# design 1

Fig. 1: design 1, metal 2
Scale bar: 100 um.
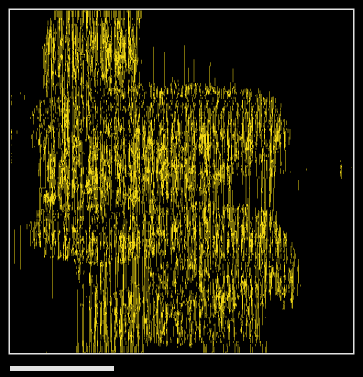

`src/rtl/neuron_if.sv`:
```
// Handshake bundle between the previous layer, the neuron and the sigmoid.
// The neuron sits on the slave side; the driver of the neuron is the master.
interface neuron_if #(
    parameter int N = 4
);
    logic            en;
    logic            inp_stb;
    logic [8*N-1:0]  inp_dat;
    logic            inp_rdy;
    logic            res_stb;
    logic [15:0]     res_dat;
    logic            res_rdy;
    logic            err_stb;
    logic [15:0]     err_dat;
    logic            err_rdy;
    logic            fbk_stb;
    logic [16*N-1:0] fbk_dat;
    logic            fbk_rdy;

    modport master (
        output en, inp_stb, inp_dat, res_rdy,
        output err_stb, err_dat, fbk_rdy,
        input  inp_rdy, res_stb, res_dat,
        input  err_rdy, fbk_stb, fbk_dat
    );

    modport slave (
        input  en, inp_stb, inp_dat, res_rdy,
        input  err_stb, err_dat, fbk_rdy,
        output inp_rdy, res_stb, res_dat,
        output err_rdy, fbk_stb, fbk_dat
    );
endinterface

```
`src/rtl/neuron.sv`:
```
// Serial MAC neuron with Q8.8 weights, training update and error back-propagation.
// Define NEURON_BIAS_EN to add a bias weight driven by a constant 8'hff input.
module neuron #(
    parameter int N    = 4,
    parameter int RATE = 0
) (
    input logic     clk,
    input logic     rst,
    neuron_if.slave bus
);
`ifdef NEURON_BIAS_EN
    localparam int K = N + 1;
`else
    localparam int K = N;
`endif
    localparam int IW = (K > 1) ? $clog2(K) : 1;

    typedef enum logic [2:0] {
        S_INP, S_MAC, S_RES, S_ERR, S_UPD, S_FBK
    } state_t;

    state_t state, state_nx;

    logic [IW-1:0]        idx;
    logic                 last;
    logic [8*K-1:0]       x_q;
    logic [16*K-1:0]      w_q;
    logic [16*N-1:0]      fbk_q;
    logic signed [31:0]   acc;
    logic signed [15:0]   err;
    logic signed [15:0]   res_q;
    logic signed [15:0]   wcur;
    logic signed [8:0]    xcur;
    logic signed [39:0]   acc_nx;
    logic signed [39:0]   dlt_w;
    logic signed [39:0]   w_nx;

    function automatic logic signed [15:0] sat16(
        input logic signed [39:0] v
    );
        if (v > 40'sd32767)
            return 16'sh7fff;
        else if (v < -40'sd32768)
            return 16'sh8000;
        else
            return v[15:0];
    endfunction

    assign last = (idx == IW'(K - 1));

    always_comb begin
        wcur   = $signed(w_q[16*int'(idx) +: 16]);
        xcur   = $signed({1'b0, x_q[8*int'(idx) +: 8]});
        acc_nx = 40'(acc) + 40'(wcur) * 40'(xcur);
        // Delta must see the weight before this cycle's update.
        dlt_w  = (40'(err) * 40'(wcur)) >>> 8;
        w_nx   = 40'(wcur)
               - ((40'(err) * 40'(xcur)) >>> (8 + RATE));
    end

    always_ff @(posedge clk or posedge rst) begin
        if (rst)
            state <= S_INP;
        else
            state <= state_nx;
    end

    always_comb begin
        state_nx    = state;
        bus.inp_rdy = 1'b0;
        bus.err_rdy = 1'b0;
        bus.res_stb = 1'b0;
        bus.fbk_stb = 1'b0;
        unique case (state)
            S_INP: begin
                bus.inp_rdy = 1'b1;
                if (bus.inp_stb)
                    state_nx = S_MAC;
            end
            S_MAC: begin
                if (last)
                    state_nx = S_RES;
            end
            S_RES: begin
                bus.res_stb = 1'b1;
                if (bus.res_rdy)
                    state_nx = bus.en ? S_ERR : S_INP;
            end
            S_ERR: begin
                bus.err_rdy = 1'b1;
                if (bus.err_stb)
                    state_nx = S_UPD;
            end
            S_UPD: begin
                if (last)
                    state_nx = S_FBK;
            end
            S_FBK: begin
                bus.fbk_stb = 1'b1;
                if (bus.fbk_rdy)
                    state_nx = S_INP;
            end
            default: state_nx = state_t'('x);
        endcase
    end

    always_ff @(posedge clk or posedge rst) begin
        if (rst) begin
            idx   <= '0;
            x_q   <= '0;
            w_q   <= '0;
            fbk_q <= '0;
            acc   <= '0;
            err   <= '0;
            res_q <= '0;
        end else begin
            unique case (state)
                S_INP: begin
                    if (bus.inp_stb) begin
`ifdef NEURON_BIAS_EN
                        x_q <= {8'hff, bus.inp_dat};
`else
                        x_q <= bus.inp_dat;
`endif
                        acc <= '0;
                        idx <= '0;
                    end
                end
                S_MAC: begin
                    acc <= acc_nx[31:0];
                    idx <= idx + 1'b1;
                    if (last) begin
                        res_q <= sat16(acc_nx >>> 8);
                        idx   <= '0;
                    end
                end
                S_ERR: begin
                    if (bus.err_stb) begin
                        err <= bus.err_dat;
                        idx <= '0;
                    end
                end
                S_UPD: begin
                    w_q[16*int'(idx) +: 16] <= sat16(w_nx);
                    if (int'(idx) < N)
                        fbk_q[16*int'(idx) +: 16] <= sat16(dlt_w);
                    idx <= idx + 1'b1;
                    if (last)
                        idx <= '0;
                end
                default: ;
            endcase
        end
    end

    assign bus.res_dat = bus.res_stb ? res_q : '0;
    assign bus.fbk_dat = bus.fbk_stb ? fbk_q : '0;

`ifndef SYNTHESIS
    a_state_known: assert property (
        @(posedge clk) disable iff (rst) !$isunknown(state)
    ) else $fatal(1, "neuron: state register unknown");
`endif
endmodule

```
`src/flat_wrapper.sv`:
```
// flat-port wrapper written by rule: the top's interface ports become plain ports
module neuron_flat 
#(
    parameter int N    = 4,
    parameter int RATE = 0
)
  (clk, rst, bus_en, bus_inp_stb, bus_inp_dat, bus_res_rdy, bus_err_stb, bus_err_dat, bus_fbk_rdy, bus_inp_rdy, bus_res_stb, bus_res_dat, bus_err_rdy, bus_fbk_stb, bus_fbk_dat);
  neuron_if #(.N(N)) bus_i ();
  input logic clk;
  input logic rst;
  input wire logic [$bits(bus_i.en)-1:0] bus_en;
  input wire logic [$bits(bus_i.inp_stb)-1:0] bus_inp_stb;
  input wire logic [$bits(bus_i.inp_dat)-1:0] bus_inp_dat;
  input wire logic [$bits(bus_i.res_rdy)-1:0] bus_res_rdy;
  input wire logic [$bits(bus_i.err_stb)-1:0] bus_err_stb;
  input wire logic [$bits(bus_i.err_dat)-1:0] bus_err_dat;
  input wire logic [$bits(bus_i.fbk_rdy)-1:0] bus_fbk_rdy;
  output wire logic [$bits(bus_i.inp_rdy)-1:0] bus_inp_rdy;
  output wire logic [$bits(bus_i.res_stb)-1:0] bus_res_stb;
  output wire logic [$bits(bus_i.res_dat)-1:0] bus_res_dat;
  output wire logic [$bits(bus_i.err_rdy)-1:0] bus_err_rdy;
  output wire logic [$bits(bus_i.fbk_stb)-1:0] bus_fbk_stb;
  output wire logic [$bits(bus_i.fbk_dat)-1:0] bus_fbk_dat;
  assign bus_i.en = bus_en;
  assign bus_i.inp_stb = bus_inp_stb;
  assign bus_i.inp_dat = bus_inp_dat;
  assign bus_i.res_rdy = bus_res_rdy;
  assign bus_i.err_stb = bus_err_stb;
  assign bus_i.err_dat = bus_err_dat;
  assign bus_i.fbk_rdy = bus_fbk_rdy;
  assign bus_inp_rdy = bus_i.inp_rdy;
  assign bus_res_stb = bus_i.res_stb;
  assign bus_res_dat = bus_i.res_dat;
  assign bus_err_rdy = bus_i.err_rdy;
  assign bus_fbk_stb = bus_i.fbk_stb;
  assign bus_fbk_dat = bus_i.fbk_dat;
  neuron #(.N(N), .RATE(RATE)) u_core (.clk(clk), .rst(rst), .bus(bus_i));
endmodule
```
`config.mk`:
```
export PLATFORM = sky130hd
export DESIGN_NAME = neuron_flat
export DESIGN_NICKNAME = d
export VERILOG_FILES = /design/src/rtl/neuron_if.sv /design/src/rtl/neuron.sv /design/src/flat_wrapper.sv
export SDC_FILE = /design/constraint.sdc
export NUM_CORES = 2
export LEC_CHECK = 0
export CORE_MARGIN = 4
export CORE_UTILIZATION = 30
export CTS_CLUSTER_SIZE = 8
export DETAILED_ROUTE_END_ITERATION = 16
export MAX_ROUTING_LAYER = met4
export PLACE_DENSITY = 0.57
export SLEW_MARGIN = 20
export SYNTH_ARGS = -nofsm -noshare
export SYNTH_HDL_FRONTEND = slang
export SYNTH_SLANG_ARGS = --single-unit
```
`constraint.sdc`:
```
create_clock -name clk -period 8.45 [get_ports clk]
set_input_delay 1.2675 -clock clk [delete_from_list [all_inputs] [get_ports clk]]
set_output_delay 1.2675 -clock clk [all_outputs]
set_load 0.03 [all_outputs]
```
# design 2

==> config.mk <==
export PLATFORM = sky130hd
export DESIGN_NAME = tx_pi_pio
export DESIGN_NICKNAME = d
export VERILOG_FILES = /design/src/rtl/pi_pio_pkg.sv /design/src/rtl/tx_pi_pio_fifo.sv /design/src/rtl/tx_pi_pio.sv
export SDC_FILE = /design/constraint.sdc
export NUM_CORES = 1
export LEC_CHECK = 0
export CELL_PAD_IN_SITES_DETAIL_PLACEMENT = 1
export CELL_PAD_IN_SITES_GLOBAL_PLACEMENT = 2
export CORE_ASPECT_RATIO = 1.5
export CORE_MARGIN = 2
export CORE_UTILIZATION = 45
export DETAILED_ROUTE_END_ITERATION = 10
export GPL_ROUTABILITY_DRIVEN = 0
export PLACE_DENSITY_LB_ADDON = 0.1
export SLEW_MARGIN = 10
export SYNTH_ARGS = -nofsm -noshare
export SYNTH_HDL_FRONTEND = slang
export SYNTH_HIERARCHICAL = 1
export SYNTH_SLANG_ARGS = --single-unit
==> constraint.sdc <==
create_clock -name clk -period 4.7 [get_ports clk]
set_clock_uncertainty 0.1 [all_clocks]
set_input_delay 0.47 -clock clk [delete_from_list [all_inputs] [get_ports clk]]
set_output_delay 0.47 -clock clk [all_outputs]
set_load 0.01 [all_outputs]
==> src/rtl/pi_pio_pkg.sv <==
// Shared types and constants for the Pi PIO nibble-frame receiver.
package pi_pio_pkg;

  // Order matters: D5..D0 advance by incrementing the encoding.
  typedef enum logic [2:0] {
    StIdle,
    StMeta,
    StD5,
    StD4,
    StD3,
    StD2,
    StD1,
    StD0
  } state_t;

  localparam logic [3:0]  SYNC_NIBBLE      = 4'h0;
  localparam int unsigned NIBBLES_PER_WORD = 6;
  localparam int unsigned FRAME_CYCLES     = 8;

endpackage

==> src/rtl/tx_pi_pio_fifo.sv <==
// Synchronous first-word-fall-through FIFO with occupancy, full and empty flags.
module tx_pi_pio_fifo #(
  parameter int unsigned DEPTH = 4,
  parameter int unsigned WIDTH = 25
) (
  input  logic                     clk,
  input  logic                     rst_n,
  input  logic                     push,
  input  logic [WIDTH-1:0]         wdata,
  input  logic                     pop,
  output logic [WIDTH-1:0]         rdata,
  output logic                     full,
  output logic                     empty,
  output logic [$clog2(DEPTH):0]   level
);

  localparam int unsigned AW = $clog2(DEPTH);
  localparam logic [AW-1:0] PtrOne  = AW'(1);
  localparam logic [AW:0]   CntOne  = (AW + 1)'(1);
  localparam logic [AW:0]   FullCnt = (AW + 1)'(DEPTH);

  logic [WIDTH-1:0] mem [DEPTH];
  logic [AW-1:0]    wr_ptr_q, rd_ptr_q;
  logic [AW:0]      count_q;
  logic             do_push, do_pop;

  assign full    = (count_q == FullCnt);
  assign empty   = (count_q == '0);
  assign level   = count_q;
  // A full FIFO still accepts a write when the head is leaving in the same cycle.
  assign do_push = push & (~full | pop);
  assign do_pop  = pop & ~empty;
  assign rdata   = empty ? '0 : mem[rd_ptr_q];

  always_ff @(posedge clk) begin
    if (do_push) mem[wr_ptr_q] <= wdata;
  end

  always_ff @(posedge clk or negedge rst_n) begin
    if (!rst_n) begin
      wr_ptr_q <= '0;
      rd_ptr_q <= '0;
      count_q  <= '0;
    end else begin
      if (do_push) wr_ptr_q <= wr_ptr_q + PtrOne;
      if (do_pop)  rd_ptr_q <= rd_ptr_q + PtrOne;
      unique case ({do_push, do_pop})
        2'b10:   count_q <= count_q + CntOne;
        2'b01:   count_q <= count_q - CntOne;
        default: count_q <= count_q;
      endcase
    end
  end

endmodule

==> src/rtl/tx_pi_pio.sv <==
// Reassembles 8-cycle nibble frames from the Pi PIO into 24-bit words on a valid/ready stream.
module tx_pi_pio
  import pi_pio_pkg::*;
#(
  parameter int unsigned FIFO_DEPTH = 4,
  parameter int unsigned DATA_W     = 24
) (
  input  logic                          clk,
  input  logic                          rst_n,
  input  logic [3:0]                    ds_stream,
  input  logic                          ds_stream_valid,
  output logic [DATA_W-1:0]             ds_tdata,
  output logic                          ds_tvalid,
  input  logic                          ds_tready,
  output logic                          ds_tfirst,
  output logic [$clog2(FIFO_DEPTH):0]   fifo_level,
  output logic                          seq_err,
  output logic                          frame_err,
  output logic                          overflow
);

  localparam int unsigned AsmW = (NIBBLES_PER_WORD - 1) * 4;

  state_t          state_q;
  logic [AsmW-1:0] asm_q;
  logic            first_q;
  logic [3:0]      expected_q;
  logic            is_sync, push, pop, full, empty;

  assign is_sync   = (ds_stream == SYNC_NIBBLE);
  // The last nibble completes the word unless D0 is hit by a malformed start strobe.
  assign push      = (state_q == StD0) && !(ds_stream_valid && !is_sync);
  assign pop       = ds_tvalid & ds_tready;
  assign ds_tvalid = ~empty;

  tx_pi_pio_fifo #(
    .DEPTH (FIFO_DEPTH),
    .WIDTH (DATA_W + 1)
  ) u_fifo (
    .clk   (clk),
    .rst_n (rst_n),
    .push  (push),
    .wdata ({first_q, asm_q, ds_stream}),
    .pop   (pop),
    .rdata ({ds_tfirst, ds_tdata}),
    .full  (full),
    .empty (empty),
    .level (fifo_level)
  );

  always_ff @(posedge clk or negedge rst_n) begin
    if (!rst_n) begin
      state_q    <= StIdle;
      asm_q      <= '0;
      first_q    <= 1'b0;
      expected_q <= 4'h0;
      seq_err    <= 1'b0;
      frame_err  <= 1'b0;
      overflow   <= 1'b0;
    end else begin
      seq_err   <= 1'b0;
      frame_err <= 1'b0;
      overflow  <= push & full & ~pop;
      unique case (state_q)
        StIdle: begin
          if (ds_stream_valid) begin
            if (is_sync) state_q <= StMeta;
            else         frame_err <= 1'b1;
          end
        end
        StMeta: begin
          if (ds_stream_valid) begin
            frame_err <= 1'b1;
            state_q   <= is_sync ? StMeta : StIdle;
          end else begin
            // Index 0 always restarts the sequence; any other index resyncs to itself.
            first_q    <= (ds_stream == 4'h0);
            seq_err    <= (ds_stream != 4'h0) && (ds_stream != expected_q);
            expected_q <= ds_stream + 4'd1;
            state_q    <= StD5;
          end
        end
        StD0: begin
          state_q <= StIdle;
          if (ds_stream_valid && !is_sync) frame_err <= 1'b1;
        end
        StD5, StD4, StD3, StD2, StD1: begin
          if (ds_stream_valid) begin
            frame_err <= 1'b1;
            state_q   <= is_sync ? StMeta : StIdle;
          end else begin
            asm_q   <= {asm_q[AsmW-5:0], ds_stream};
            state_q <= state_t'(state_q + 3'd1);
          end
        end
        default: state_q <= StIdle;
      endcase
    end
  end

endmodule

# design 3

### src/rtl/wb_port_arbiter.sv
// Round-robin write-back arbiter for the register set's single write port,
// with a pending-write scoreboard feeding decode-stage operand stalls.
module wb_port_arbiter #(
  parameter int DATA_W = 32,
  parameter int ADDR_W = 5
) (
  input  logic              clk,
  input  logic              rst_n,
  input  logic [2:0]        req_valid,
  output logic [2:0]        req_ready,
  input  logic [ADDR_W-1:0] req0_rd,
  input  logic [ADDR_W-1:0] req1_rd,
  input  logic [ADDR_W-1:0] req2_rd,
  input  logic [DATA_W-1:0] req0_data,
  input  logic [DATA_W-1:0] req1_data,
  input  logic [DATA_W-1:0] req2_data,
  input  logic              issue_valid,
  input  logic [ADDR_W-1:0] issue_rd,
  input  logic [ADDR_W-1:0] rs1_addr,
  input  logic [ADDR_W-1:0] rs2_addr,
  output logic              rs1_busy,
  output logic              rs2_busy,
  output logic              we,
  output logic [ADDR_W-1:0] waddr,
  output logic [DATA_W-1:0] wdata
);

  localparam int NREG = 1 << ADDR_W;

  logic [1:0]        rr_ptr;
  logic [1:0]        ptr;
  logic [1:0]        gidx;
  logic [1:0]        ptr_nxt;
  logic              hit;
  logic              xfer;
  logic [ADDR_W-1:0] sel_rd;
  logic [DATA_W-1:0] sel_data;
  logic [NREG-1:0]   pending;
  logic [NREG-1:0]   pend_nxt;

  // An illegal pointer value of 3 behaves as 0.
  assign ptr = (rr_ptr == 2'd3) ? 2'd0 : rr_ptr;
  assign hit = |req_valid;

  always_comb begin
    gidx = 2'd0;
    case (ptr)
      2'd1: begin
        if (req_valid[1])      gidx = 2'd1;
        else if (req_valid[2]) gidx = 2'd2;
        else                   gidx = 2'd0;
      end
      2'd2: begin
        if (req_valid[2])      gidx = 2'd2;
        else if (req_valid[0]) gidx = 2'd0;
        else                   gidx = 2'd1;
      end
      default: begin
        if (req_valid[0])      gidx = 2'd0;
        else if (req_valid[1]) gidx = 2'd1;
        else                   gidx = 2'd2;
      end
    endcase
  end

  assign req_ready = (rst_n && hit) ? (3'b001 << gidx) : 3'b000;
  assign xfer      = |(req_valid & req_ready);
  assign ptr_nxt   = (gidx == 2'd2) ? 2'd0 : gidx + 2'd1;

  always_comb begin
    sel_rd   = req0_rd;
    sel_data = req0_data;
    case (gidx)
      2'd1: begin
        sel_rd   = req1_rd;
        sel_data = req1_data;
      end
      2'd2: begin
        sel_rd   = req2_rd;
        sel_data = req2_data;
      end
      default: begin
        sel_rd   = req0_rd;
        sel_data = req0_data;
      end
    endcase
  end

  always_ff @(posedge clk or negedge rst_n) begin
    if (!rst_n) begin
      rr_ptr <= 2'd0;
      we     <= 1'b0;
      waddr  <= '0;
      wdata  <= '0;
    end else begin
      we <= 1'b0;
      if (xfer) begin
        rr_ptr <= ptr_nxt;
        we     <= (sel_rd != '0);
        waddr  <= sel_rd;
        wdata  <= sel_data;
      end
    end
  end

  // Issue applied after clear: a new writer to the same register wins.
  always_comb begin
    pend_nxt = pending;
    if (xfer)
      pend_nxt[sel_rd] = 1'b0;
    if (issue_valid)
      pend_nxt[issue_rd] = 1'b1;
    pend_nxt[0] = 1'b0;
  end

  always_ff @(posedge clk or negedge rst_n) begin
    if (!rst_n)
      pending <= '0;
    else
      pending <= pend_nxt;
  end

  assign rs1_busy = pending[rs1_addr] & (rs1_addr != '0);
  assign rs2_busy = pending[rs2_addr] & (rs2_addr != '0);

endmodule

### config.mk
export PLATFORM = sky130hd
export DESIGN_NAME = wb_port_arbiter
export DESIGN_NICKNAME = d
export VERILOG_FILES = /design/src/rtl/wb_port_arbiter.sv
export SDC_FILE = /design/constraint.sdc
export NUM_CORES = 1
export LEC_CHECK = 0
export CELL_PAD_IN_SITES_DETAIL_PLACEMENT = 1
export CELL_PAD_IN_SITES_GLOBAL_PLACEMENT = 2
export CORE_MARGIN = 1.5
export CORE_UTILIZATION = 27
export DETAILED_ROUTE_END_ITERATION = 8
export GPL_TIMING_DRIVEN = 0
export PLACE_DENSITY = 0.91
export SYNTH_ARGS = -nofsm -noshare
export SYNTH_HDL_FRONTEND = slang
export SYNTH_SLANG_ARGS = --single-unit
### constraint.sdc
create_clock -name clk -period 3.96 [get_ports clk]
set_clock_uncertainty 0.05 [all_clocks]
set_input_delay 0.594 -clock clk [delete_from_list [all_inputs] [get_ports clk]]
set_output_delay 0.594 -clock clk [all_outputs]
set_load 0.02 [all_outputs]
Fig. 2: design 1, congestion heat map
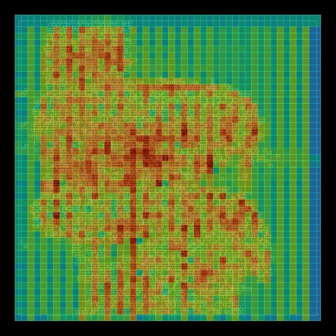
gr usage total: 0.164
WL/cell: 17.7 um

## Picture notes: Fig. 1
The layer holds 50% of the routed length. The longest straight run is 84.0 um.
grt met2 use: 0.280
WL final: 85900 um
via count: 23100

==> ci_impl_report.md, design 1 <==
## PnR job results

| Metric | Value |
|---|---|
| XORs/XNORs by Area | `0.0259` |
| MUX share of area | `0.0351` |
| Largest regs | `u_core.fbk_q: 64 flops, u_core.w_q: 64 flops` |
| Most used cell, CP | `fa_1` |
| Logic share of the area | `0.637` |
| Crit path from | `u_core.idx[0]` |
| #MultiIn Comb | `2340` |
| Rows | `117` |
| Outcome | `finished clean` |
| Crit path DAT | `8.57 ns` |
| Count leader, synth | `inv_1` |
| DR WL met2 | `42800 um` |
| Yosys Chip Area | `31100 um2` |
| Worst slack, placed | `-0.196 ns` |
| GRT overflow | `0` |
| Hold_ws | `0.470 ns` |
| Max Buffers Root-to-Sink | `3` |
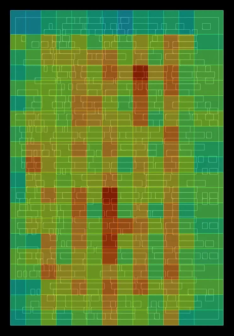
Fig. 3. Congestion heat map (design 2).
M3 GR Usage: 0.0467
gr busiest metal: met2
utilization after layout: 0.548
gr usage total: 0.175
grt met2 use: 0.313

Fig. 4: design 2, where the registers sit
Scale bar: 20 um.
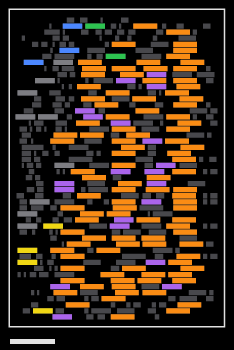
u_fifo/mem: shown in orange, flops 100. expected_q: shown in yellow, flops 4, where south-west. u_fifo/level: shown in blue, flops 3. asm_q: shown in purple, flops 20. u_fifo/rd_ptr_q: shown in green, flops 2.
Seq. cell area: 3950 um2
flop share of the area: 0.580

==> ci_impl_report.md, design 2 <==
## PnR job results

| Metric | Value |
|---|---|
| Crit path DAT | `3.05 ns` |
| FILL cells | `1106` |
| Final setup fails | `0` |
| Share of layout cells above drive strength 1 | `0.249` |
| Comb area | `1610 um2` |
| Final-report hold violation count | `0` |
| ANT cells | `0` |
| Area leader, netlist | `edfxtp_1` |
| XORs/XNORs by Area | `0.0184` |
| Synth cell types | `40` |
| Clock sinks | `138` |
| Final worst setup slack | `1.08 ns` |
| Clock root buffer master | `clkbuf_16` |
| Number of enable flip-flop cells | `100` |
| R2R cell count | `11` |
| Slew Viols, Final | `0` |
| Worst EP required | `4.13 ns` |
| ClkCell Share | `0.0863` |
| Top cell category | `flip-flops and latches` |
| Critical path cell sequence | `buf_4, mux4_2, nor2b_1, clkdlybuf4s50_1` |
| CP max stage delay | `0.99 ns` |
| Worst-path fanout max | `15` |
| Min Clock Period, post-route | `3.62 ns` |
| CTS tree | `yes` |
| Crit path from | `u_fifo/rd_ptr_q[0]` |
| Critical Path Sink Type | `primary output` |
| Largest register by flop count | `u_fifo/mem` |
| Total clock buffers created by CTS | `17` |
| Max cap viols | `0` |
| Top area cell types | `edfxtp_1 53%, dfrtp_1 17%, mux4_2 9.9%` |
| I/O pins | `40` |
| Number of flip-flops in the largest register | `100` |
| Dominant logic cell types in the final layout | `100 x edfxtp_1, 38 x dfrtp_1, 38 x clkdlybuf4s50_1` |
| Count leader, synth | `edfxtp_1` |
| Top cell excl fill/tap | `edfxtp_1` |
| Die width | `95.9 um` |
| Reg2Reg Capture Point | `u_fifo/level[2]` |
| Design area | `6820 um2` |
| Non-clock buffers | `43` |
| Crit-path slowest cell | `dfrtp_1` |
| Area delta synth->final | `19.5%` |
| Largest net degree at the start of global routing | `39` |
| CP Depth | `4` |
| Tapcells | `156` |
| GRT overflow | `0` |
| Pre-Repair DR Iteration Count | `4` |
| Crit share post-route | `0.771` |
| Worst Max-Slew Pin Slew | `0.980 ns` |
| Die height | `142 um` |
| Outcome | `finished clean` |
| First-pass GRT wire length | `16900 um` |
| Count of tool warnings | `34` |
| Hold_ws | `0.102 ns` |
| Postcts setup bufs | `0` |
| Initial antenna violation count | `0` |
| # port buffers | `39` |
| NonClk Buf Share | `0.0609` |
Fig. 5: design 3, signal wires on met3
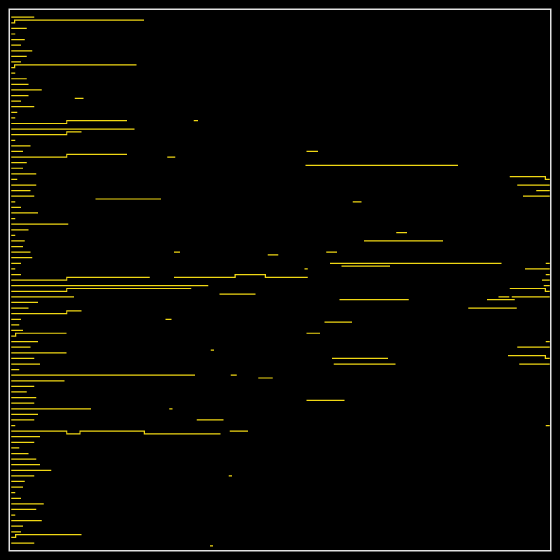
The longest straight run is 47.6 um. The layer carries 1160 um of wire. The wires run mostly horizontal. The layer holds 6.7% of the routed length.
via count: 4713
M3 GR Usage: 0.0475
WL final: 17400 um

Fig. 6: design 3, selected gate families
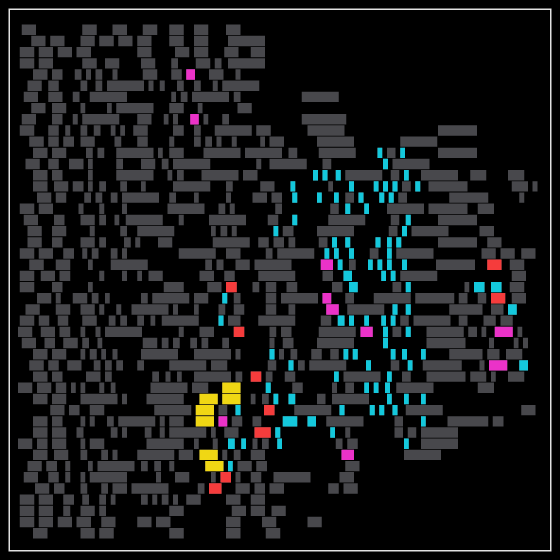
nor cells: shown in cyan, cells 95. and/or cells: shown in magenta, cells 10. fa/ha/maj cells: shown in yellow, cells 7. non-inverting ao/oa cells: shown in red, cells 9.
logic share of the area: 0.367
fin cells: 907
Top cell excl fill/tap: clkdlybuf4s50_1

==> ci_impl_report.md, design 3 <==
## PnR job results

| Metric | Value |
|---|---|
| Final GP Congestion | `0.859` |
| Reg2Reg Capture Point | `pending[12]` |
| Post-synth ARST share | `1.00` |
| NonClk Buf Share | `0.280` |
| XORs/XNORs by Area | `0` |
| Largest register by flop count | `wdata` |
| Worst EP required | `3.32 ns` |
| GRT overflow | `0` |
| Seq/Total Area, Yosys | `0.400` |
| Outcome | `finished clean` |
| Dpl hpwl | `14000 um` |
| Mapped Nets | `650` |
| Hold path depth | `2` |
| Clock root buffer master | `clkbuf_16` |
| Crit path DAT | `3.14 ns` |
| Sequential cell count | `71` |
| Clock sinks | `71` |
| Grt met2 use | `0.376` |
| Worst setup path class | `in2out` |

# design 4

$ cat src/rtl/elastic_delay_pipe.sv
// DEPTH-stage, WIDTH-bit elastic delay pipeline with per-stage valid bits,
// valid/ready handshakes on both sides, synchronous flush and registered occupancy.
module elastic_delay_pipe #(
    parameter int WIDTH = 2,
    parameter int DEPTH = 4
) (
    input  logic                           sys_clock,
    input  logic                           sys_reset_n,
    input  logic                           flush,
    input  logic                           in_valid,
    output logic                           in_ready,
    input  logic [WIDTH-1:0]               in_data,
    output logic                           out_valid,
    input  logic                           out_ready,
    output logic [WIDTH-1:0]               out_data,
    output logic [$clog2(DEPTH+1)-1:0]     occupancy
);

    localparam int OCC_W = $clog2(DEPTH+1);

    logic [DEPTH-1:0] v;
    logic [WIDTH-1:0] d [DEPTH];
    logic [DEPTH-1:0] rdy;
    logic [DEPTH-1:0] up_v;
    logic [WIDTH-1:0] up_d [DEPTH];
    logic             accept;
    logic             emit;

    // Ready chain flattened: a stage may load if it or any stage downstream is
    // empty, or the consumer takes the head word; avoids a self-referencing vector.
    always_comb begin
        rdy = '0;
        for (int unsigned k = 0; k < DEPTH; k++) begin
            rdy[k] = out_ready;
            for (int unsigned j = k; j < DEPTH; j++) begin
                if (!v[j]) rdy[k] = 1'b1;
            end
        end
    end

    always_comb begin
        up_v    = '0;
        up_d    = '{default: '0};
        up_v[0] = in_valid;
        up_d[0] = in_data;
        for (int unsigned k = 1; k < DEPTH; k++) begin
            up_v[k] = v[k-1];
            up_d[k] = d[k-1];
        end
    end

    assign in_ready  = rdy[0] & ~flush;
    assign out_valid = v[DEPTH-1];
    assign out_data  = d[DEPTH-1];
    assign accept    = in_valid & in_ready;
    assign emit      = out_valid & out_ready;

    always_ff @(posedge sys_clock or negedge sys_reset_n) begin
        if (!sys_reset_n) begin
            v         <= '0;
            occupancy <= '0;
            for (int unsigned k = 0; k < DEPTH; k++) d[k] <= '0;
        end else if (flush) begin
            // Data registers keep their contents; only the valid bits are dropped.
            v         <= '0;
            occupancy <= '0;
        end else begin
            for (int unsigned k = 0; k < DEPTH; k++) begin
                if (rdy[k]) begin
                    v[k] <= up_v[k];
                    if (up_v[k]) d[k] <= up_d[k];
                end
            end
            occupancy <= occupancy + OCC_W'(accept) - OCC_W'(emit);
        end
    end

endmodule

$ cat config.mk
export PLATFORM = sky130hd
export DESIGN_NAME = elastic_delay_pipe
export DESIGN_NICKNAME = d
export VERILOG_FILES = /design/src/rtl/elastic_delay_pipe.sv
export SDC_FILE = /design/constraint.sdc
export NUM_CORES = 1
export LEC_CHECK = 0
export CAP_MARGIN = 25
export CELL_PAD_IN_SITES_DETAIL_PLACEMENT = 0
export CELL_PAD_IN_SITES_GLOBAL_PLACEMENT = 1
export CORE_MARGIN = 2
export CORE_UTILIZATION = 34
export CTS_CLUSTER_DIAMETER = 30
export DETAILED_ROUTE_END_ITERATION = 10
export GPL_TIMING_DRIVEN = 1
export PLACE_DENSITY_LB_ADDON = 0.12
export SYNTH_ARGS = -nofsm -noshare
export SYNTH_HDL_FRONTEND = slang
export SYNTH_SLANG_ARGS = --single-unit
$ cat constraint.sdc
create_clock -name sys_clock -period 2.2 [get_ports sys_clock]
set_input_delay 0.33 -clock sys_clock [delete_from_list [all_inputs] [get_ports sys_clock]]
set_output_delay 0.33 -clock sys_clock [all_outputs]
set_load 0.05 [all_outputs]
==> ci_impl_report.md <==
## PnR job results

| Metric | Value |
|---|---|
| Outcome | `finished clean` |
| Pre-Repair DR Iteration Count | `3` |
| WL final | `1120 um` |
| Seq/Total Area, Yosys | `0.555` |
| Crit share post-route | `0.969` |
| Clock skew | `0.00409 ns` |
| Non-clk invs | `4` |
| Die height | `48.6 um` |
| Design area | `897 um2` |
| Cell Area, Placed | `863 um2` |
| Die area | `2360 um2` |
| Layout Nets | `84` |
| 1st-iter DRT viols | `5` |
| Synth cell types | `19` |
| Count of tool warnings | `26` |
| Vias in the first global route | `440` |
| ANT cells | `0` |
| Worst slack, placed | `-0.336 ns` |
| First-pass GRT wire length | `1900 um` |
| Hold_ws | `0.447 ns` |
| Worst-path fanout max | `2` |
| PD cells | `801 nW/um2` |
| Unrepaired setup endpoints after global routing | `no` |
| Vias/cell | `4.42` |
| Hold Path Class | `in2async` |
| #FFs+latches synth | `15` |
| Clock sinks | `15` |
| Logic share of the area | `0.305` |
| Slew Viols, Final | `0` |
| GRT overflow | `0` |
| Post-synth top flop | `dfrtp_1` |
| Final GP Congestion | `0.704` |
| Number of enable flip-flop cells | `0` |
| Share of layout cells above drive strength 1 | `0.274` |
| Clk Latency, worst-skew pair | `0.28 ns` |
| DR top layer | `met4` |
| CP delay by family, top | `adder cells` |
| Critical Path Sink | `occupancy[1]` |
| FILL cells | `194` |
| Cell-internal power | `488 uW` |
| Commonest cells post-synth | `15 x dfrtp_1, 8 x nor2_1, 6 x mux2_2` |
| Non-clock buffers | `17` |
| Worst r2r src | `v[2]` |
| Placed insts | `96` |
| Final setup TNS | `0 ns` |
Fig. 7: design 4, signal wires on met3
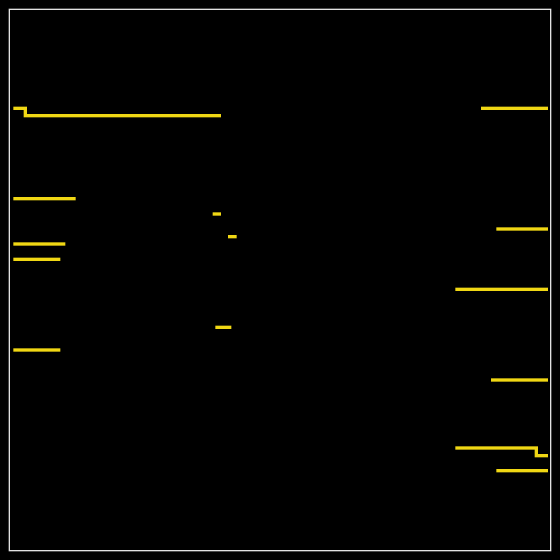
The wires run mostly horizontal. The layer holds 6.6% of the routed length.
M3 GR Usage: 0.0340
via count: 442



==> layout pictures side by side <==
Selected gate families.
panel A
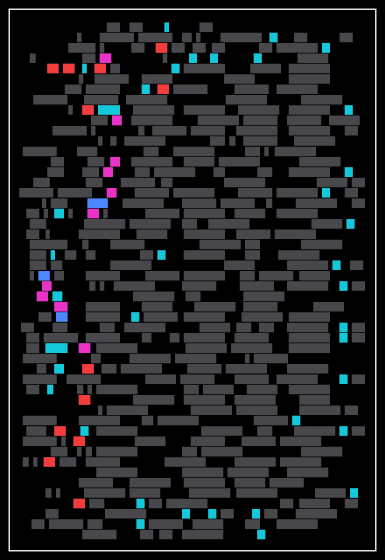
panel B
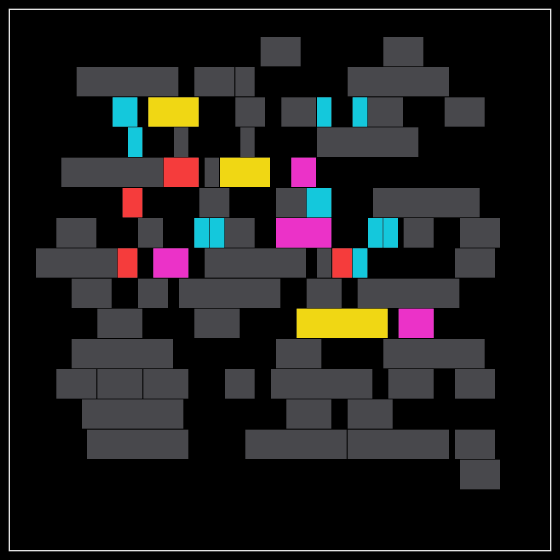
panel C
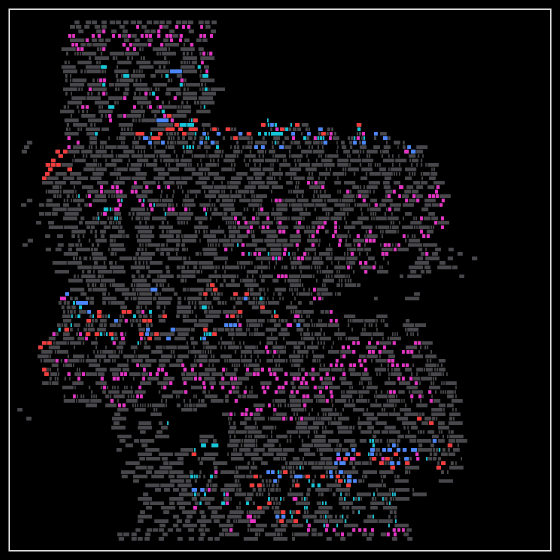
| from | picture |
|---|---|
| design 4 | panel B |
| design 2 | panel A |
| design 1 | panel C |
Of these, most cells: panel C
Of these, fewest cells: panel B

Key to panel C:
non-inverting ao/oa cells: shown in blue, cells 71. nor cells: shown in cyan, cells 133. and/or cells: shown in magenta, cells 389. xor and xnor cells: shown in red, cells 91, where all over the die.

Power figures rest on the tool's default switching activity, not on a simulated workload.
